# ---- block 1 ----
**src/rtl/keyin_buf.sv**
```systemverilog
// Key event front end: synchronises and debounces the encoder output, then emits one strobe per press
// and shifts the key digit into a 32-bit entry register. Optional auto-repeat: KEYIN_BUF_REPEAT_EN.
module keyin_buf #(
    parameter int unsigned DB_CYCLES  = 1000,
    parameter int unsigned REP_DELAY  = 500000,
    parameter int unsigned REP_PERIOD = 100000
) (
    input  logic        clock,
    input  logic        reset,
    input  logic        key_in,
    input  logic [3:0]  key_val,
    input  logic        clr,
    output logic        key_pulse,
    output logic [3:0]  key_code,
    output logic [31:0] value,
    output logic        busy
);

    typedef enum logic [1:0] {
        IDLE       = 2'd0,
        PRESS_WAIT = 2'd1,
        HELD       = 2'd2,
        REL_WAIT   = 2'd3
    } state_t;

    localparam logic [15:0] DB_LAST = 16'(DB_CYCLES - 1);

    state_t      state_q, state_d;
    logic [4:0]  sync1_q, sync2_q, prev_q;
    logic [15:0] cnt_q, cnt_d;
    logic        pulse_q, busy_q;
    logic [3:0]  code_q, code_d;
    logic [31:0] value_q, value_d;

    logic        s_in;
    logic [3:0]  s_val;
    logic        changed;
    logic        accept;
    logic        rep_fire;
    logic        event_w;
    logic [3:0]  event_code;

    assign s_in    = sync2_q[4];
    assign s_val   = sync2_q[3:0];
    assign changed = (sync2_q != prev_q);

    always_ff @(posedge clock or negedge reset) begin
        if (!reset) begin
            sync1_q <= '0;
            sync2_q <= '0;
            prev_q  <= '0;
            state_q <= IDLE;
            cnt_q   <= '0;
            pulse_q <= 1'b0;
            busy_q  <= 1'b0;
            code_q  <= '0;
            value_q <= '0;
        end else begin
            sync1_q <= {key_in, key_val};
            sync2_q <= sync1_q;
            prev_q  <= sync2_q;
            state_q <= state_d;
            cnt_q   <= cnt_d;
            pulse_q <= event_w;
            busy_q  <= (state_q != IDLE);
            code_q  <= code_d;
            value_q <= value_d;
        end
    end

    always_comb begin
        state_d = state_q;
        cnt_d   = cnt_q;
        accept  = 1'b0;
        unique case (state_q)
            IDLE: begin
                cnt_d = '0;
                if (s_in) state_d = PRESS_WAIT;
            end
            PRESS_WAIT: begin
                if (!s_in) begin
                    state_d = IDLE;
                    cnt_d   = '0;
                end else if (changed) begin
                    cnt_d = '0;
                end else if (cnt_q == DB_LAST) begin
                    state_d = HELD;
                    cnt_d   = '0;
                    accept  = 1'b1;
                end else begin
                    cnt_d = cnt_q + 16'd1;
                end
            end
            HELD: begin
                cnt_d = '0;
                if (!s_in) state_d = REL_WAIT;
            end
            REL_WAIT: begin
                if (s_in) begin
                    state_d = HELD;
                    cnt_d   = '0;
                end else if (changed) begin
                    cnt_d = '0;
                end else if (cnt_q == DB_LAST) begin
                    state_d = IDLE;
                    cnt_d   = '0;
                end else begin
                    cnt_d = cnt_q + 16'd1;
                end
            end
            default: begin
                state_d = IDLE;
                cnt_d   = '0;
            end
        endcase
    end

`ifdef KEYIN_BUF_REPEAT_EN
    logic [23:0] hold_q, hold_d;
    logic        phase_q, phase_d;
    logic [23:0] hold_lim;

    assign hold_lim = phase_q ? 24'(REP_PERIOD - 1) : 24'(REP_DELAY - 1);

    always_ff @(posedge clock or negedge reset) begin
        if (!reset) begin
            hold_q  <= '0;
            phase_q <= 1'b0;
        end else begin
            hold_q  <= hold_d;
            phase_q <= phase_d;
        end
    end

    // Counter freezes in REL_WAIT; any (re)entry to HELD restarts the initial delay.
    always_comb begin
        hold_d   = hold_q;
        phase_d  = phase_q;
        rep_fire = 1'b0;
        if (state_q == HELD && state_d == HELD) begin
            if (hold_q == hold_lim) begin
                rep_fire = 1'b1;
                hold_d   = '0;
                phase_d  = 1'b1;
            end else begin
                hold_d = hold_q + 24'd1;
            end
        end else if (state_d == HELD) begin
            hold_d  = '0;
            phase_d = 1'b0;
        end
    end
`else
    localparam int unsigned unused_rep = REP_DELAY ^ REP_PERIOD;
    assign rep_fire = 1'b0;
`endif

    assign event_w    = accept | rep_fire;
    assign event_code = accept ? s_val : code_q;

    always_comb begin
        code_d  = event_w ? event_code : code_q;
        value_d = value_q;
        if (clr)
            value_d = '0;
        else if (event_w)
            value_d = {value_q[27:0], event_code};
    end

    assign key_pulse = pulse_q;
    assign key_code  = code_q;
    assign value     = value_q;
    assign busy      = busy_q;

endmodule
```
**config.mk**
```make
export PLATFORM = sky130hd
export DESIGN_NAME = keyin_buf
export DESIGN_NICKNAME = d
export VERILOG_FILES = /design/src/rtl/keyin_buf.sv
export SDC_FILE = /design/constraint.sdc
export NUM_CORES = 1
export LEC_CHECK = 0
export ABC_AREA = 1
export CELL_PAD_IN_SITES_DETAIL_PLACEMENT = 1
export CELL_PAD_IN_SITES_GLOBAL_PLACEMENT = 1
export CORE_MARGIN = 5
export CORE_UTILIZATION = 40
export DETAILED_ROUTE_END_ITERATION = 10
export PLACE_DENSITY = 0.87
export SETUP_SLACK_MARGIN = 0.15
export SYNTH_ARGS = -nofsm -noshare
export SYNTH_HDL_FRONTEND = slang
export SYNTH_SLANG_ARGS = --single-unit
```
**constraint.sdc**
```tcl
create_clock -name clock -period 1.7 [get_ports clock]
set_input_delay 0.17 -clock clock [delete_from_list [all_inputs] [get_ports clock]]
set_output_delay 0.17 -clock clock [all_outputs]
set_load 0.1 [all_outputs]
```
# ---- block 2 ----
<file path="src/rtl/md_timestep_controller_pkg.sv">
// Shared state encoding and default timing constants for the MD timestep controller.
// The controller FSM and both phase handshake instances import this package.
package md_timestep_controller_pkg;

    localparam int STEP_W_DEF       = 32;
    localparam int DRAIN_CYCLES_DEF = 4;
    localparam int WDOG_W_DEF       = 24;

    typedef enum logic [2:0] {
        ST_IDLE     = 3'd0,
        ST_P1_RUN   = 3'd1,
        ST_P1_DRAIN = 3'd2,
        ST_P2_RUN   = 3'd3,
        ST_P2_DRAIN = 3'd4,
        ST_SWAP     = 3'd5,
        ST_FINISH   = 3'd6,
        ST_ERROR    = 3'd7
    } ctl_state_e;

    function automatic logic isBusyState(input ctl_state_e s);
        return !(s == ST_IDLE || s == ST_ERROR);
    endfunction

endpackage

</file>
<file path="src/rtl/md_timestep_controller_if.sv">
// Control/status bundle between the timestep controller and its environment
// (host start/abort, both phase READY/DONE pairs, cache buffer select).
interface md_timestep_controller_if
    import md_timestep_controller_pkg::*;
#(
    parameter int STEP_W = STEP_W_DEF
);

    logic              start;
    logic              abort;
    logic [STEP_W-1:0] num_steps;
    logic              p1_ready;
    logic              p1_done;
    logic              p2_ready;
    logic              p2_done;
    logic              double_buffer;
    logic              busy;
    logic [STEP_W-1:0] step_count;
    logic              done;
    logic              err;

    modport master (
        output start, abort, num_steps, p1_done, p2_done,
        input  p1_ready, p2_ready, double_buffer, busy, step_count, done, err
    );

    modport slave (
        input  start, abort, num_steps, p1_done, p2_done,
        output p1_ready, p2_ready, double_buffer, busy, step_count, done, err
    );

endinterface

</file>
<file path="src/rtl/md_timestep_controller_phase_handshake.sv">
// One phase's READY/DONE handshake: ready register, stale-DONE arm flag,
// accepted-done strobe, post-phase drain counter and RUN watchdog.
module md_phase_handshake
    import md_timestep_controller_pkg::*;
#(
    parameter int DRAIN_CYCLES = DRAIN_CYCLES_DEF,
    parameter int WDOG_W       = WDOG_W_DEF
) (
    input  logic clk,
    input  logic reset,
    input  logic runNext_i,
    input  logic inDrain_i,
    input  logic done_i,
    output logic ready_o,
    output logic accept_o,
    output logic drainLast_o,
    output logic wdogHit_o
);

    localparam int                  DRAIN_W    = (DRAIN_CYCLES > 1) ? $clog2(DRAIN_CYCLES) : 1;
    localparam logic [DRAIN_W-1:0]  DRAIN_LAST = DRAIN_W'(DRAIN_CYCLES - 1);
    // Expiry fires on the edge that completes 2**WDOG_W-1 cycles spent in RUN.
    localparam logic [WDOG_W-1:0]   WDOG_LAST  = {{(WDOG_W-1){1'b1}}, 1'b0};

    logic               ready_q, ready_d;
    logic               armed_q, armed_d;
    logic [DRAIN_W-1:0] drainCnt_q, drainCnt_d;
    logic [WDOG_W-1:0]  wdogCnt_q, wdogCnt_d;
    logic               enterRun;

    assign enterRun = runNext_i && !ready_q;

    always_comb begin
        ready_d    = runNext_i;
        armed_d    = armed_q;
        drainCnt_d = '0;
        wdogCnt_d  = wdogCnt_q;
        if (enterRun) begin
            armed_d   = 1'b0;
            wdogCnt_d = '0;
        end else if (ready_q) begin
            if (!done_i) begin
                armed_d = 1'b1;
            end
            wdogCnt_d = wdogCnt_q + WDOG_W'(1);
        end
        if (inDrain_i) begin
            drainCnt_d = drainCnt_q + DRAIN_W'(1);
        end
    end

    always_ff @(posedge clk) begin
        if (!reset) begin
            ready_q    <= 1'b0;
            armed_q    <= 1'b0;
            drainCnt_q <= '0;
            wdogCnt_q  <= '0;
        end else begin
            ready_q    <= ready_d;
            armed_q    <= armed_d;
            drainCnt_q <= drainCnt_d;
            wdogCnt_q  <= wdogCnt_d;
        end
    end

    assign ready_o     = ready_q;
    assign accept_o    = ready_q && armed_q && done_i;
    assign drainLast_o = inDrain_i && (drainCnt_q == DRAIN_LAST);
    assign wdogHit_o   = ready_q && (wdogCnt_q == WDOG_LAST);

endmodule

</file>
<file path="src/rtl/md_timestep_controller.sv">
// Timestep sequencer: alternates force phase and motion-update phase for a
// programmed number of steps, flipping the cache double-buffer after each step.
module md_timestep_controller
    import md_timestep_controller_pkg::*;
#(
    parameter int STEP_W       = STEP_W_DEF,
    parameter int DRAIN_CYCLES = DRAIN_CYCLES_DEF,
    parameter int WDOG_W       = WDOG_W_DEF
) (
    input  logic                      clk,
    input  logic                      reset,
    md_timestep_controller_if.slave   bus
);

    ctl_state_e        state_q, state_d;
    logic [STEP_W-1:0] numSteps_q, numSteps_d;
    logic [STEP_W-1:0] stepCount_q, stepCount_d;
    logic              doubleBuffer_q, doubleBuffer_d;
    logic              busy_q, busy_d;
    logic              done_q, done_d;
    logic              err_q, err_d;
    logic              startOk;

    logic p1Ready, p1Accept, p1DrainLast, p1WdogHit;
    logic p2Ready, p2Accept, p2DrainLast, p2WdogHit;

    md_phase_handshake #(.DRAIN_CYCLES(DRAIN_CYCLES), .WDOG_W(WDOG_W)) u_p1 (
        .clk        (clk),
        .reset      (reset),
        .runNext_i  (state_d == ST_P1_RUN),
        .inDrain_i  (state_q == ST_P1_DRAIN),
        .done_i     (bus.p1_done),
        .ready_o    (p1Ready),
        .accept_o   (p1Accept),
        .drainLast_o(p1DrainLast),
        .wdogHit_o  (p1WdogHit)
    );

    md_phase_handshake #(.DRAIN_CYCLES(DRAIN_CYCLES), .WDOG_W(WDOG_W)) u_p2 (
        .clk        (clk),
        .reset      (reset),
        .runNext_i  (state_d == ST_P2_RUN),
        .inDrain_i  (state_q == ST_P2_DRAIN),
        .done_i     (bus.p2_done),
        .ready_o    (p2Ready),
        .accept_o   (p2Accept),
        .drainLast_o(p2DrainLast),
        .wdogHit_o  (p2WdogHit)
    );

    // Abort outranks everything; within RUN an accepted done outranks watchdog expiry.
    always_comb begin
        state_d = state_q;
        startOk = 1'b0;
        if (bus.abort) begin
            state_d = ST_IDLE;
        end else begin
            case (state_q)
                ST_IDLE, ST_ERROR: begin
                    if (bus.start) begin
                        startOk = 1'b1;
                        state_d = (bus.num_steps == '0) ? ST_FINISH : ST_P1_RUN;
                    end
                end
                ST_P1_RUN: begin
                    if (p1Accept)       state_d = ST_P1_DRAIN;
                    else if (p1WdogHit) state_d = ST_ERROR;
                end
                ST_P1_DRAIN: if (p1DrainLast) state_d = ST_P2_RUN;
                ST_P2_RUN: begin
                    if (p2Accept)       state_d = ST_P2_DRAIN;
                    else if (p2WdogHit) state_d = ST_ERROR;
                end
                ST_P2_DRAIN: if (p2DrainLast) state_d = ST_SWAP;
                ST_SWAP:   state_d = (stepCount_q == numSteps_q) ? ST_FINISH : ST_P1_RUN;
                ST_FINISH: state_d = ST_IDLE;
                default:   state_d = ST_IDLE;
            endcase
        end
    end

    always_comb begin
        numSteps_d     = startOk ? bus.num_steps : numSteps_q;
        stepCount_d    = stepCount_q;
        doubleBuffer_d = doubleBuffer_q;
        err_d          = err_q;
        if (startOk) begin
            stepCount_d = '0;
            err_d       = 1'b0;
        end
        if (state_d == ST_SWAP) begin
            stepCount_d    = stepCount_q + STEP_W'(1);
            doubleBuffer_d = ~doubleBuffer_q;
        end
        if (state_d == ST_ERROR) begin
            err_d = 1'b1;
        end
        busy_d = isBusyState(state_d);
        done_d = (state_d == ST_FINISH);
    end

    always_ff @(posedge clk) begin
        if (!reset) begin
            state_q        <= ST_IDLE;
            numSteps_q     <= '0;
            stepCount_q    <= '0;
            doubleBuffer_q <= 1'b0;
            busy_q         <= 1'b0;
            done_q         <= 1'b0;
            err_q          <= 1'b0;
        end else begin
            state_q        <= state_d;
            numSteps_q     <= numSteps_d;
            stepCount_q    <= stepCount_d;
            doubleBuffer_q <= doubleBuffer_d;
            busy_q         <= busy_d;
            done_q         <= done_d;
            err_q          <= err_d;
        end
    end

    assign bus.p1_ready      = p1Ready;
    assign bus.p2_ready      = p2Ready;
    assign bus.double_buffer = doubleBuffer_q;
    assign bus.busy          = busy_q;
    assign bus.step_count    = stepCount_q;
    assign bus.done          = done_q;
    assign bus.err           = err_q;

endmodule

</file>
<file path="src/flat_wrapper.sv">
// flat-port wrapper written by rule: the top's interface ports become plain ports
module md_timestep_controller_flat import md_timestep_controller_pkg::*;
#(
    parameter int STEP_W       = STEP_W_DEF,
    parameter int DRAIN_CYCLES = DRAIN_CYCLES_DEF,
    parameter int WDOG_W       = WDOG_W_DEF
)
  (clk, reset, bus_start, bus_abort, bus_num_steps, bus_p1_done, bus_p2_done, bus_p1_ready, bus_p2_ready, bus_double_buffer, bus_busy, bus_step_count, bus_done, bus_err);
  md_timestep_controller_if #(.STEP_W(STEP_W)) bus_i ();
  input  logic clk;
  input  logic reset;
  input wire logic [$bits(bus_i.start)-1:0] bus_start;
  input wire logic [$bits(bus_i.abort)-1:0] bus_abort;
  input wire logic [$bits(bus_i.num_steps)-1:0] bus_num_steps;
  input wire logic [$bits(bus_i.p1_done)-1:0] bus_p1_done;
  input wire logic [$bits(bus_i.p2_done)-1:0] bus_p2_done;
  output wire logic [$bits(bus_i.p1_ready)-1:0] bus_p1_ready;
  output wire logic [$bits(bus_i.p2_ready)-1:0] bus_p2_ready;
  output wire logic [$bits(bus_i.double_buffer)-1:0] bus_double_buffer;
  output wire logic [$bits(bus_i.busy)-1:0] bus_busy;
  output wire logic [$bits(bus_i.step_count)-1:0] bus_step_count;
  output wire logic [$bits(bus_i.done)-1:0] bus_done;
  output wire logic [$bits(bus_i.err)-1:0] bus_err;
  assign bus_i.start = bus_start;
  assign bus_i.abort = bus_abort;
  assign bus_i.num_steps = bus_num_steps;
  assign bus_i.p1_done = bus_p1_done;
  assign bus_i.p2_done = bus_p2_done;
  assign bus_p1_ready = bus_i.p1_ready;
  assign bus_p2_ready = bus_i.p2_ready;
  assign bus_double_buffer = bus_i.double_buffer;
  assign bus_busy = bus_i.busy;
  assign bus_step_count = bus_i.step_count;
  assign bus_done = bus_i.done;
  assign bus_err = bus_i.err;
  md_timestep_controller #(.STEP_W(STEP_W), .DRAIN_CYCLES(DRAIN_CYCLES), .WDOG_W(WDOG_W)) u_core (.clk(clk), .reset(reset), .bus(bus_i));
endmodule
</file>
<file path="config.mk">
export PLATFORM = sky130hd
export DESIGN_NAME = md_timestep_controller_flat
export DESIGN_NICKNAME = d
export VERILOG_FILES = /design/src/rtl/md_timestep_controller_pkg.sv /design/src/rtl/md_timestep_controller_if.sv /design/src/rtl/md_timestep_controller_phase_handshake.sv /design/src/rtl/md_timestep_controller.sv /design/src/flat_wrapper.sv
export SDC_FILE = /design/constraint.sdc
export NUM_CORES = 1
export LEC_CHECK = 0
export CORE_MARGIN = 2
export CORE_UTILIZATION = 25
export DETAILED_ROUTE_END_ITERATION = 16
export PLACE_DENSITY = 0.48
export REMOVE_ABC_BUFFERS = 1
export SLEW_MARGIN = 20
export SYNTH_ARGS = -nofsm -noshare
export SYNTH_HDL_FRONTEND = slang
export SYNTH_SLANG_ARGS = --single-unit
</file>
<file path="constraint.sdc">
create_clock -name clk -period 2.7 [get_ports clk]
set_clock_uncertainty 0.2 [all_clocks]
set_input_delay 0.27 -clock clk [delete_from_list [all_inputs] [get_ports clk]]
set_output_delay 0.27 -clock clk [all_outputs]
set_load 0.01 [all_outputs]
</file>
# ---- block 3 ----
<file path="src/rtl/adc_pkg.sv">
// Shared types and defaults for the ADC scan sequencer.
package adc_pkg;

  localparam int ADC_DATA_W  = 8;
  localparam int DEF_PERIOD  = 1000;
  localparam int DEF_TIMEOUT = 64;

  typedef enum logic [2:0] {
    S_IDLE,
    S_WAIT,
    S_START,
    S_CONV,
    S_STORE,
    S_NEXT
  } scan_state_t;

endpackage

</file>
<file path="src/rtl/adc_ch_store.sv">
// Per-channel result RAM with hysteresis alarm LEDs; combinational readback.
module adc_ch_store #(
  parameter int NUM_CH = 2,
  parameter int DATA_W = 8,
  parameter int CH_W   = 1
) (
  input  logic              clk,
  input  logic              rstc,
  input  logic              we,
  input  logic [CH_W-1:0]   ch,
  input  logic [DATA_W-1:0] data,
  input  logic [DATA_W-1:0] thr_hi,
  input  logic [DATA_W-1:0] thr_lo,
  input  logic [CH_W-1:0]   rd_ch,
  output logic [DATA_W-1:0] rd_data,
  output logic [NUM_CH-1:0] led
);

  logic [NUM_CH-1:0][DATA_W-1:0] mem;

  // Set test first, so a misconfigured thr_lo > thr_hi resolves toward "on".
  always_ff @(posedge clk) begin
    if (rstc) begin
      mem <= '0;
      led <= '0;
    end else if (we) begin
      for (int i = 0; i < NUM_CH; i++) begin
        if (ch == CH_W'(i)) begin
          mem[i] <= data;
          if (data > thr_hi)      led[i] <= 1'b1;
          else if (data < thr_lo) led[i] <= 1'b0;
        end
      end
    end
  end

  // Channels outside the populated range read as zero.
  always_comb begin
    rd_data = '0;
    for (int i = 0; i < NUM_CH; i++)
      if (rd_ch == CH_W'(i)) rd_data = mem[i];
  end

endmodule

</file>
<file path="src/rtl/adc_scan_sequencer.sv">
// Periodic round-robin ADC scan: start, capture, store, alarm, with conversion timeout.
module adc_scan_sequencer
  import adc_pkg::*;
#(
  parameter int NUM_CH  = 2,
  parameter int DATA_W  = ADC_DATA_W,
  parameter int PERIOD  = DEF_PERIOD,
  parameter int TIMEOUT = DEF_TIMEOUT,
  localparam int CH_W   = (NUM_CH > 1) ? $clog2(NUM_CH) : 1
) (
  input  logic              clk,
  input  logic              rstc,
  input  logic              enable,
  input  logic [DATA_W-1:0] thr_hi,
  input  logic [DATA_W-1:0] thr_lo,
  output logic              adc_start,
  output logic [CH_W-1:0]   adc_ch,
  input  logic              adc_busy,
  input  logic              adc_done,
  input  logic [DATA_W-1:0] adc_data,
  input  logic [CH_W-1:0]   rd_ch,
  output logic [DATA_W-1:0] rd_data,
  output logic              sample_vld,
  output logic [CH_W-1:0]   sample_ch,
  output logic [NUM_CH-1:0] led,
  output logic              timeout_err
);

  localparam int PW = $clog2(PERIOD + 1);
  localparam int TW = $clog2(TIMEOUT + 1);

  scan_state_t       state, state_nx;
  logic [PW-1:0]     per_cnt;
  logic [TW-1:0]     tmo_cnt;
  logic [CH_W-1:0]   ptr;
  logic [DATA_W-1:0] data_q;
  logic              err_q;
  logic              per_tc, tmo_tc;

  assign per_tc = (per_cnt == PW'(PERIOD - 1));
  assign tmo_tc = (tmo_cnt == TW'(TIMEOUT));

  // The period count runs from each start through CONV/STORE/NEXT so that
  // start-to-start spacing is exactly PERIOD regardless of conversion length.
  always_ff @(posedge clk) begin
    if (rstc) begin
      state   <= S_IDLE;
      per_cnt <= '0;
      tmo_cnt <= '0;
      ptr     <= '0;
      data_q  <= '0;
      err_q   <= 1'b0;
    end else begin
      state <= state_nx;
      case (state)
        S_IDLE:  per_cnt <= '0;
        S_START: begin
          per_cnt <= PW'(1);
          tmo_cnt <= TW'(1);
        end
        default: if (!per_tc) per_cnt <= per_cnt + 1'b1;
      endcase
      if (state == S_CONV) begin
        tmo_cnt <= tmo_cnt + 1'b1;
        if (adc_done)    data_q <= adc_data;
        else if (tmo_tc) err_q  <= 1'b1;
      end
      if (state == S_NEXT)
        ptr <= (ptr == CH_W'(NUM_CH - 1)) ? '0 : ptr + 1'b1;
    end
  end

  always_comb begin
    state_nx   = state;
    adc_start  = 1'b0;
    sample_vld = 1'b0;
    case (state)
      S_IDLE:  if (enable) state_nx = S_WAIT;
      S_WAIT: begin
        if (!enable)                  state_nx = S_IDLE;
        else if (per_tc && !adc_busy) state_nx = S_START;
      end
      S_START: begin
        adc_start = 1'b1;
        state_nx  = S_CONV;
      end
      S_CONV: begin
        // done beats a coincident timeout
        if (adc_done)    state_nx = S_STORE;
        else if (tmo_tc) state_nx = S_NEXT;
      end
      S_STORE: begin
        sample_vld = 1'b1;
        state_nx   = S_NEXT;
      end
      S_NEXT:  state_nx = enable ? S_WAIT : S_IDLE;
      default: state_nx = S_IDLE;
    endcase
  end

  assign adc_ch      = ptr;
  assign sample_ch   = ptr;
  assign timeout_err = err_q;

  adc_ch_store #(
    .NUM_CH (NUM_CH),
    .DATA_W (DATA_W),
    .CH_W   (CH_W)
  ) u_store (
    .clk     (clk),
    .rstc    (rstc),
    .we      (state == S_STORE),
    .ch      (ptr),
    .data    (data_q),
    .thr_hi  (thr_hi),
    .thr_lo  (thr_lo),
    .rd_ch   (rd_ch),
    .rd_data (rd_data),
    .led     (led)
  );

endmodule
</file>
<file path="config.mk">
export PLATFORM = sky130hd
export DESIGN_NAME = adc_scan_sequencer
export DESIGN_NICKNAME = d
export VERILOG_FILES = /design/src/rtl/adc_pkg.sv /design/src/rtl/adc_ch_store.sv /design/src/rtl/adc_scan_sequencer.sv
export SDC_FILE = /design/constraint.sdc
export NUM_CORES = 1
export LEC_CHECK = 0
export CORE_MARGIN = 2
export CORE_UTILIZATION = 56
export DETAILED_ROUTE_END_ITERATION = 12
export GPL_TIMING_DRIVEN = 0
export PLACE_DENSITY = 0.86
export SYNTH_ARGS = -nofsm -noshare
export SYNTH_HDL_FRONTEND = slang
export SYNTH_HIERARCHICAL = 1
export SYNTH_SLANG_ARGS = --single-unit
</file>
<file path="constraint.sdc">
create_clock -name clk -period 3.5 [get_ports clk]
set_input_delay 0.7 -clock clk [delete_from_list [all_inputs] [get_ports clk]]
set_output_delay 0.7 -clock clk [all_outputs]
set_load 0.02 [all_outputs]
</file>
# ---- block 4 ----
==> src/rtl/safety_island_timer_array.sv <==
// Multi-channel timer array for the safety island peripheral region.
// Each channel has a prescaler, a compare register, one-shot/periodic mode
// and two level interrupts (match, overflow). A single register-bus port
// reaches every channel, and a global START register can enable any subset
// of channels in the same cycle.
module safety_island_timer_array #(
   parameter int NumTimers  = 2,
   parameter int CntWidth   = 32,
   parameter int PrescWidth = 8
) (
   input  logic                   clk_i,
   input  logic                   rst_i,
   input  logic                   req_valid_i,
   output logic                   req_ready_o,
   input  logic                   req_write_i,
   input  logic [11:0]            req_addr_i,
   input  logic [31:0]            req_wdata_i,
   input  logic [3:0]             req_wstrb_i,
   output logic                   rsp_valid_o,
   output logic [31:0]            rsp_rdata_o,
   output logic                   rsp_error_o,
   output logic [2*NumTimers-1:0] irq_o
);

   localparam logic [11:0] StartAddr  = 12'h100;
   localparam logic [7:0]  NumTimersB = 8'(NumTimers);

   // Per-channel architectural state
   logic [NumTimers-1:0]  r_en;
   logic [NumTimers-1:0]  r_periodic;
   logic [NumTimers-1:0]  r_matchIe;
   logic [NumTimers-1:0]  r_ovfIe;
   logic [NumTimers-1:0]  r_match;
   logic [NumTimers-1:0]  r_ovf;
   logic [PrescWidth-1:0] r_presc [NumTimers];
   logic [PrescWidth-1:0] r_pc    [NumTimers];
   logic [CntWidth-1:0]   r_cnt   [NumTimers];
   logic [CntWidth-1:0]   r_cmp   [NumTimers];

   // Registered outputs
   logic [2*NumTimers-1:0] r_irq;
   logic                   r_rspValid;
   logic                   r_rspError;
   logic [31:0]            r_rspRdata;

   // Request decode
   logic [31:0] w_byteMask;
   logic [31:0] w_wdataMasked;
   logic [7:0]  w_chSel;
   logic [1:0]  w_regSel;
   logic        w_misaligned;
   logic        w_chHit;
   logic        w_startHit;
   logic        w_err;
   logic        w_wrEn;

   // Current image of the addressed register and the strobe-merged write value
   logic [31:0] w_rdImage;
   logic [31:0] w_wrMerged;

   // Per-channel write strobes and hardware events
   logic [NumTimers-1:0] w_wrCtrl;
   logic [NumTimers-1:0] w_wrCnt;
   logic [NumTimers-1:0] w_wrCmp;
   logic [NumTimers-1:0] w_wrStat;
   logic [NumTimers-1:0] w_start;
   logic [NumTimers-1:0] w_tick;
   logic [NumTimers-1:0] w_setMatch;
   logic [NumTimers-1:0] w_setOvf;
   logic [NumTimers-1:0] w_hwStop;
   logic [CntWidth-1:0]  w_cntHw [NumTimers];

   assign req_ready_o = 1'b1;
   assign rsp_valid_o = r_rspValid;
   assign rsp_error_o = r_rspError;
   assign rsp_rdata_o = r_rspRdata;
   assign irq_o       = r_irq;

   assign w_byteMask    = {{8{req_wstrb_i[3]}}, {8{req_wstrb_i[2]}},
                           {8{req_wstrb_i[1]}}, {8{req_wstrb_i[0]}}};
   assign w_wdataMasked = req_wdata_i & w_byteMask;
   assign w_chSel       = req_addr_i[11:4];
   assign w_regSel      = req_addr_i[3:2];
   assign w_misaligned  = |req_addr_i[1:0];
   assign w_chHit       = (w_chSel < NumTimersB);
   assign w_startHit    = (req_addr_i == StartAddr);
   assign w_err         = w_misaligned | ~(w_chHit | w_startHit);
   assign w_wrEn        = req_valid_i & req_write_i & ~w_err;

   // Build the image of the addressed register; START and unmapped space read 0
   always_comb begin
      w_rdImage = '0;
      for (int k = 0; k < NumTimers; k++) begin
         if (w_chHit && (w_chSel == 8'(k))) begin
            case (w_regSel)
               2'd0: begin
                  w_rdImage[0]              = r_en[k];
                  w_rdImage[1]              = r_periodic[k];
                  w_rdImage[2]              = r_matchIe[k];
                  w_rdImage[3]              = r_ovfIe[k];
                  w_rdImage[8 +: PrescWidth] = r_presc[k];
               end
               2'd1:    w_rdImage = 32'(r_cnt[k]);
               2'd2:    w_rdImage = 32'(r_cmp[k]);
               default: w_rdImage[1:0] = {r_ovf[k], r_match[k]};
            endcase
         end
      end
   end

   // Bytes without a strobe keep the register's current contents
   assign w_wrMerged = (w_rdImage & ~w_byteMask) | w_wdataMasked;

   // Per-channel write decode plus the prescaler tick and counter events
   always_comb begin
      w_wrCtrl   = '0;
      w_wrCnt    = '0;
      w_wrCmp    = '0;
      w_wrStat   = '0;
      w_start    = '0;
      w_tick     = '0;
      w_setMatch = '0;
      w_setOvf   = '0;
      w_hwStop   = '0;
      for (int k = 0; k < NumTimers; k++) begin
         w_cntHw[k]  = r_cnt[k];
         w_wrCtrl[k] = w_wrEn && w_chHit && (w_chSel == 8'(k)) && (w_regSel == 2'd0);
         w_wrCnt[k]  = w_wrEn && w_chHit && (w_chSel == 8'(k)) && (w_regSel == 2'd1);
         w_wrCmp[k]  = w_wrEn && w_chHit && (w_chSel == 8'(k)) && (w_regSel == 2'd2);
         w_wrStat[k] = w_wrEn && w_chHit && (w_chSel == 8'(k)) && (w_regSel == 2'd3);
         w_start[k]  = w_wrEn && w_startHit && w_wdataMasked[k];
         w_tick[k]   = r_en[k] && (r_pc[k] == r_presc[k]);
         if (w_tick[k]) begin
            if (r_cnt[k] == r_cmp[k]) begin
               w_setMatch[k] = 1'b1;
               w_hwStop[k]   = ~r_periodic[k];
               w_cntHw[k]    = '0;
            end else if (&r_cnt[k]) begin
               w_setOvf[k]   = 1'b1;
               w_cntHw[k]    = '0;
            end else begin
               w_cntHw[k]    = r_cnt[k] + 1'b1;
            end
         end
      end
   end

   // Channel state, interrupt levels and the one-cycle response pipeline.
   // Software writes override hardware updates, START overrides a CTRL.EN
   // write, and a hardware flag set overrides a same-cycle clear.
   always_ff @(posedge clk_i or posedge rst_i) begin
      if (rst_i) begin
         r_en       <= '0;
         r_periodic <= '0;
         r_matchIe  <= '0;
         r_ovfIe    <= '0;
         r_match    <= '0;
         r_ovf      <= '0;
         for (int k = 0; k < NumTimers; k++) begin
            r_presc[k] <= '0;
            r_pc[k]    <= '0;
            r_cnt[k]   <= '0;
            r_cmp[k]   <= '0;
         end
         r_irq      <= '0;
         r_rspValid <= 1'b0;
         r_rspError <= 1'b0;
         r_rspRdata <= '0;
      end else begin
         for (int k = 0; k < NumTimers; k++) begin
            if (r_en[k]) begin
               r_pc[k] <= w_tick[k] ? '0 : r_pc[k] + 1'b1;
            end
            r_cnt[k] <= w_wrCnt[k] ? w_wrMerged[CntWidth-1:0] : w_cntHw[k];
            if (w_wrCmp[k]) begin
               r_cmp[k] <= w_wrMerged[CntWidth-1:0];
            end
            if (w_wrCtrl[k]) begin
               r_en[k]       <= w_wrMerged[0];
               r_periodic[k] <= w_wrMerged[1];
               r_matchIe[k]  <= w_wrMerged[2];
               r_ovfIe[k]    <= w_wrMerged[3];
               r_presc[k]    <= w_wrMerged[8 +: PrescWidth];
            end else if (w_hwStop[k]) begin
               r_en[k] <= 1'b0;
            end
            if (w_start[k]) begin
               r_en[k] <= 1'b1;
               r_pc[k] <= '0;
            end
            r_match[k]     <= (r_match[k] & ~(w_wrStat[k] & w_wdataMasked[0])) | w_setMatch[k];
            r_ovf[k]       <= (r_ovf[k] & ~(w_wrStat[k] & w_wdataMasked[1])) | w_setOvf[k];
            r_irq[2*k]     <= r_match[k] & r_matchIe[k];
            r_irq[2*k + 1] <= r_ovf[k] & r_ovfIe[k];
         end
         r_rspValid <= req_valid_i;
         r_rspError <= req_valid_i & w_err;
         r_rspRdata <= (req_valid_i & ~req_write_i & ~w_err) ? w_rdImage : '0;
      end
   end

endmodule
==> config.mk <==
export PLATFORM = sky130hd
export DESIGN_NAME = safety_island_timer_array
export DESIGN_NICKNAME = d
export VERILOG_FILES = /design/src/rtl/safety_island_timer_array.sv
export SDC_FILE = /design/constraint.sdc
export NUM_CORES = 1
export LEC_CHECK = 0
export ABC_AREA = 1
export ABC_CLOCK_PERIOD_IN_PS = 9100
export CAP_MARGIN = 20
export CORE_ASPECT_RATIO = 0.8
export CORE_MARGIN = 10
export CORE_UTILIZATION = 53
export CTS_CLUSTER_DIAMETER = 120
export CTS_CLUSTER_SIZE = 30
export DETAILED_ROUTE_END_ITERATION = 8
export GPL_TIMING_DRIVEN = 0
export PLACE_DENSITY_LB_ADDON = 0.08
export SLEW_MARGIN = 20
export SYNTH_ARGS = -nofsm -noshare
export SYNTH_HDL_FRONTEND = slang
export SYNTH_SLANG_ARGS = --single-unit
==> constraint.sdc <==
create_clock -name clk_i -period 9.1 [get_ports clk_i]
set_clock_uncertainty 0.05 [all_clocks]
set_input_delay 0.91 -clock clk_i [delete_from_list [all_inputs] [get_ports clk_i]]
set_output_delay 0.91 -clock clk_i [all_outputs]
set_load 0.05 [all_outputs]
Block 1, sequential cells grouped by signal name:
Scale bar: 20 µm. Other sequential cells in the stronger grey, the rest of the logic in the fainter grey.
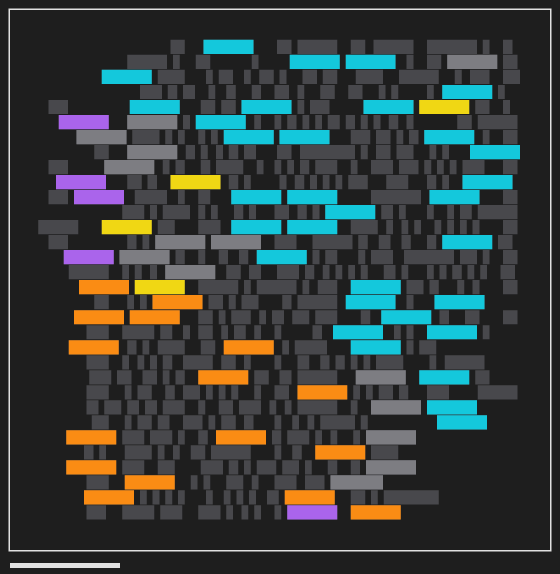
[cyan] value | placed flops: 32
[yellow] key_code | placed flops: 4
[orange] cnt_q | placed flops: 16
[purple] sync1_q | placed flops: 5
not coloured: 14
Sequential cell area: 1778 µm²
final core utilization: 59.44%
total sequential power: 1.78 mW
Seq/total area: 39.32%

==> run summary, block 1 <==
run metrics: outcome finished, violations left, failing checks setup timing, # resized after CTS 9, Final WS setup -0.1536 ns, final setup vio count 51, combinational power share around an eighth, drt total wl about 11000 µm, hold path startpoint key_val[2], highest-count logic cell in the final layout nand2_1, port bufs 45, DRT met1 WL 4316 µm, Logic area 1319 µm², first-pass GRT wire length 13940 µm, number of max-cap violations 0, aoi share 5.436%, largest class sequential cells, Max Slew Vio Count 0, H-tree levels 3, Lkg Pwr 2.256 nW, starting DRC count in detailed routing 212, Cell Int Power 2.422 mW, clock latency (worst-skew pair) approximately 0.37 ns, # hold bufs at CTS 1, non-clock buffer count approximately 80, Hold EP sync1_q[2], vias in the first global route 2825, cells along the critical path inv_1, nand2_1, nand2_1, nor2_1, nand3_2, buf_4, nor2_4, buf_12, buf_6, nand2_1, o21ai_0, Netlist Area Pre-Place 3084 µm², setup bufs post-CTS 6
## block 1: state kept, by name, summed over array words and instances, names as in the netlist, named ones only
signal	count
key_code	4
value	32
busy	1
state_q	1
key_pulse	1
prev_q	5
cnt_q	16
sync1_q	5
sync2_q	5
## block 1: synth_stat cells, drive strengths merged
library cell,number
o21ai,28
xnor2,3
nor3,6
nand4,2
dfrtp,71
a21oi,4
nand2,113
o21bai,1
clkinv,1
nor2,37
nand3,25
and3,1
inv,44
clkbuf,1
ha,1
buf,10
xor2,4
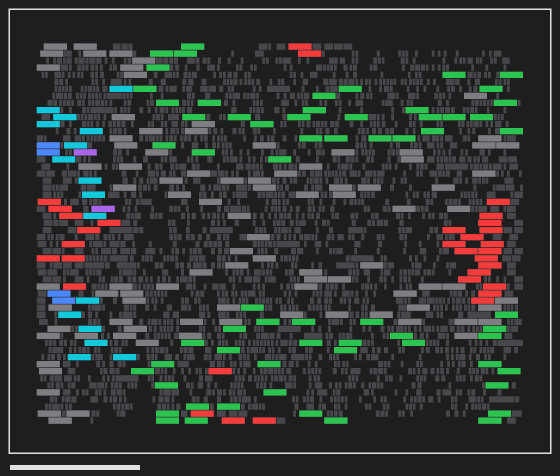
Block 4: sequential cells grouped by signal name
Scale bar: 50 µm. Other sequential cells in the stronger grey, the rest of the logic in the fainter grey.
[green] r_cnt | placed flops: 64 | where: spread over the die
[purple] r_ovfIe | placed flops: 2
[cyan] r_presc | placed flops: 16
[red] rsp_rdata_o | placed flops: 32
[blue] irq_o | placed flops: 4 | where: middle left
final core utilization: 60.39%
Sequential cell area: 5255 µm²

==> run summary, block 4 <==
run metrics: Max Slew Vio Count 0, multi-input gate share of total cell area 49.74%, Reg2Reg Launch Point r_cnt[33], outcome completed, busiest grt layer met1, drt via density 5.853, reg2reg path depth 14, placed cell area 16380 µm², Top logic family simple AND/OR/NAND/NOR gates, CP Capture Type flop, Starting Density approximately 54%, starting DRC count in detailed routing 2314, top-count cell post-synth nand2_1, R2R Setup Slk 6.32 ns, I/O Pins 91, Die Width approximately 210 µm, Peak VDD IR approximately 0.00016 V, port bufs 86, GP Congestion 1.025, area delta synth->final 10.99%, highest metal used met4, setup bufs post-CTS 0, RSZ-0062 raised after global routing no
-- block 4: worst reg2reg max path, cell delays in order, from the launching register on --
cell     delay, ns
dfrtp_1       0.54
ha_1          0.31
nand2_1       0.12
inv_1         0.12
nand2_1       0.18
inv_1         0.17
nand2_1       0.16
nor2_1        0.24
nand3_1       0.16
inv_2         0.24
nor2_1        0.13
nand2_1       0.07
nand2_1       0.05
nand2_1       0.08
nand2_1       0.04
-- block 4: power by group --
group	internal (mW)	total, mW	switching [mW]
clock network	0.205	0.536	0.331
logic	0.0386	0.146	0.108
registers	0.933	0.934	0.000190
total	1.18	1.62	0.439
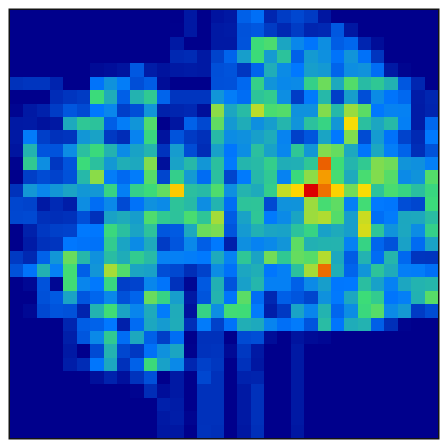
Block 2: wire density map
32 x 32 tiles, from dark blue (low) to red (high), scaled to the fullest tile. Values are wire area over tile area, all layers added.
tiles over half the peak: 7.3%
densest ninth of the die: middle right
emptiest ninth of the die: lower right
fullest tile: 0.54
nearly empty tiles: 28%
global router's overall resource usage: 14.48%
drt total wl: 18430 µm
wire per inst: 14.72 µm
via count: 5748

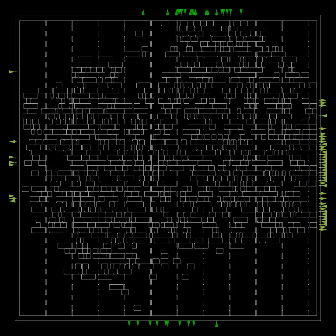
Block 2: placed standard cells
core area: 24250 µm²
Tap Cells: 324
final core utilization: 35.94%
Seq/total area: 29.21%
Post-Layout Cell Count: 1252

==> run summary, block 2 <==
run metrics: outcome completed, WP data required about 2.8 ns, Min Clock Period, post-route roughly 2.7 ns, Hold EP u_core.u_p2.drainCnt_q[0], Top cells excl fill/tap 124 x dfxtp_1, 112 x nand2_1, 107 x buf_4, placed cell area 8014 µm², ys flop type dfxtp_1, drt via density 4.591, M1 GR Usage between 10% and 20%, largest net degree at the start of global routing 47, fin nets 960, vias in the first global route around 5500, fill cell count 2568, finished layout cell area about 8700 µm², Max Slew Vio Count 0, Pre-Repair DR Iteration Count 4, critical path fanouts, max 6, clock-pin slew on the worst setup and hold paths 0.06 ns, CP Capture Type flop, synth unique cells 56, Adders+Majority by Area under 10%, Die Width around 160 µm, number of enable flip-flop cells 0, # DRC 0, CP Class reg -> reg
==> block 2: report_power, final <==
part           total (mW)  switching [mW]  internal, mW
combinational       0.522           0.268         0.253
clock                2.22           0.869          1.35
sequential           1.94          0.0274          1.91
==> block 2: critical path, stage by stage, from the launching register on <==
cell,delay (ns)
dfxtp_2,0.34
xor2_1,0.16
nor4_2,0.27
buf_4,0.16
nand4_1,0.19
buf_4,0.21
nor3_4,0.23
buf_6,0.14
o21ba_4,0.16
o41ai_4,0.07
buf_4,0.18
buf_6,0.13
a211oi_2,0.18
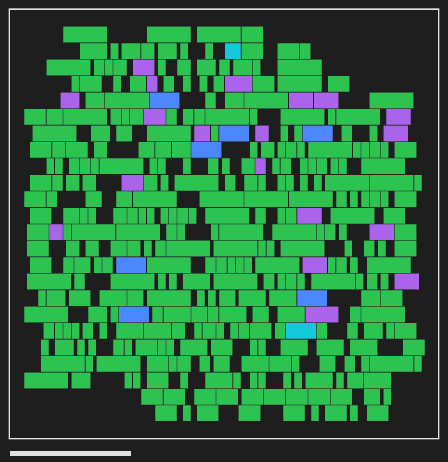
Block 3: sizing map
Scale bar: 20 µm.
[green] x1 and smaller | cells: 327 | most used: nand2_1
[purple] x2 | cells: 19 | most used: mux2_2
[cyan] x3 and x4 | cells: 2
[blue] x6 and larger | cells: 7 | most used: clkbuf_8
Final WS setup: 0.4769 ns
finished layout cell area: 3067 µm²
area delta synth->final: 23.10%

==> run summary, block 3 <==
run metrics: Worst Skew 0.004564 ns, met2 wire length 2761 µm, Crit path largest cell delay 0.74 ns, Die Width 70.70 µm, Async SR Flop Fraction 0%, yosys cell count around 310, clock latency (worst-skew pair) about 0.30 ns, top-count cell post-synth nand2_1, biggest regs u_store/mem x16, per_cnt x10, data_q x8, XOR Share, Synth 3.867%, outcome completed, setup tns final 0 ns, setup bufs post-CTS 0, Pwr Total 1.008 mW, Peak VDD IR about 0.00023 V, grt met2 use 41.85%, highest metal used met4, fill cell count about 370, CP Class reg -> out, cells along the critical path clkbuf_1, nor3b_1, clkdlybuf4s50_1, sequential element share of the synthesized area between 30% and 40%, Tap Cells 52, startpoint type of the worst setup path flop, Combinational Gates 222, Starting Density between 50% and 60%
block 3: final timing paths:
check,start,to,slack (ns),cells past startpoint
max,state[0],sample_vld,0.48,3
min,u_store/mem[9],u_store/mem[9],0.45,2
max reg2reg,state[0],u_store/mem[10],1.33,6
min reg2reg,u_store/mem[9],u_store/mem[9],0.45,2
block 3: where the power goes:
group | internal (mW) | total, mW | leakage [nW] | switching [mW]
Clock | 0.161 | 0.338 | 0.0455 | 0.176
Sequential | 0.552 | 0.560 | 0.387 | 0.00807
Combinational | 0.0579 | 0.110 | 0.723 | 0.0526

## Gallery

Clock wires, drivers and flops.
Plate I
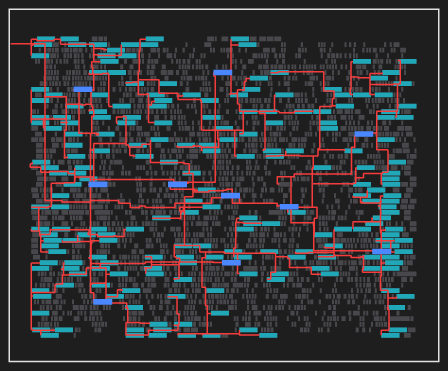
Plate II
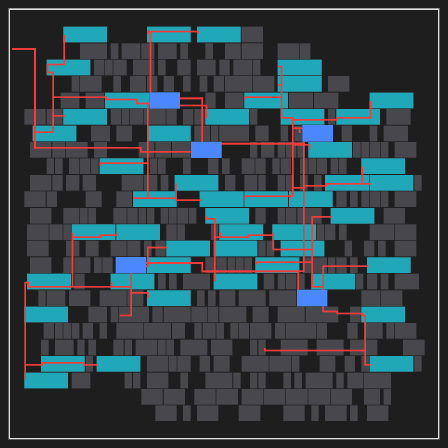
Plate III
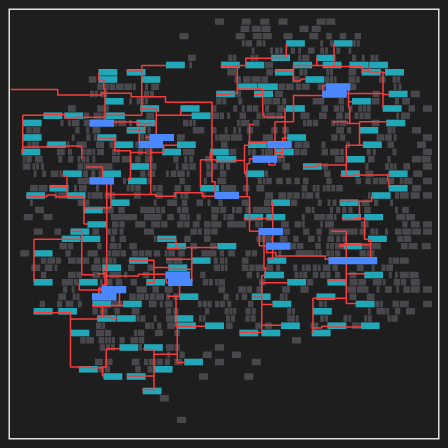
Plate IV
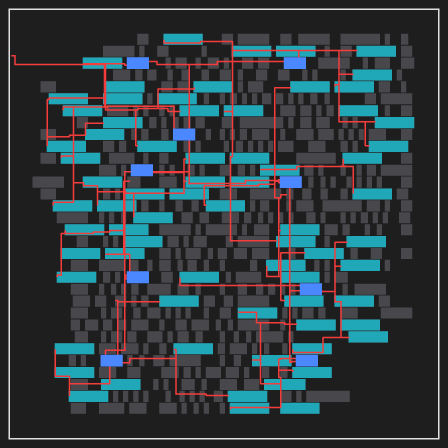
- most sequential cells: Plate I
- fewest sequential cells: Plate II
Block 3 is Plate II.
Block 2 is Plate III.
Block 1 is Plate IV.
Block 4 is Plate I.

Key to Plate IV:
[red] clock wires | length: 1030 µm
[blue] clock-net drivers | count: 9
[cyan] flip-flops | count: 71
flops lie: spread over the die



==> screenshots <==
Sizing map.
picture 1
Scale bar: 50 µm.
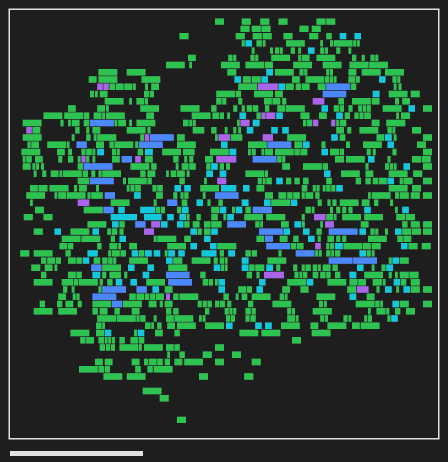
picture 2
Scale bar: 50 µm.
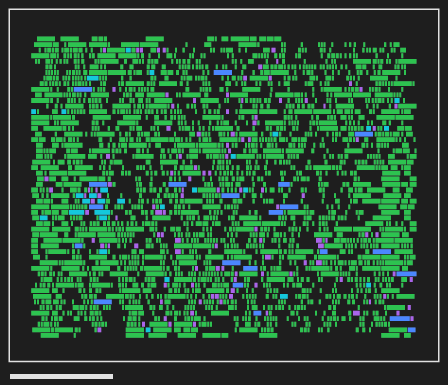
picture 3
Scale bar: 20 µm.
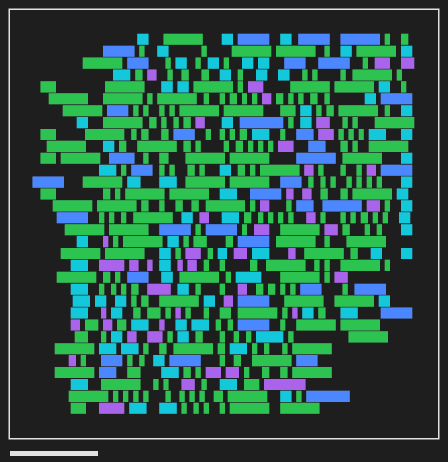
block 1 -> picture 3
block 4 -> picture 2
block 2 -> picture 1

Key to picture 3:
[purple] x2 | cells: 46 | most used: nand2_2
[blue] x6 and larger | cells: 37 | most used: buf_12
[cyan] x3 and x4 | cells: 78 | most used: buf_4
[green] x1 and smaller | cells: 278 | most used: nand2_1

Power figures rest on the tool's default switching activity, not on a simulated workload.
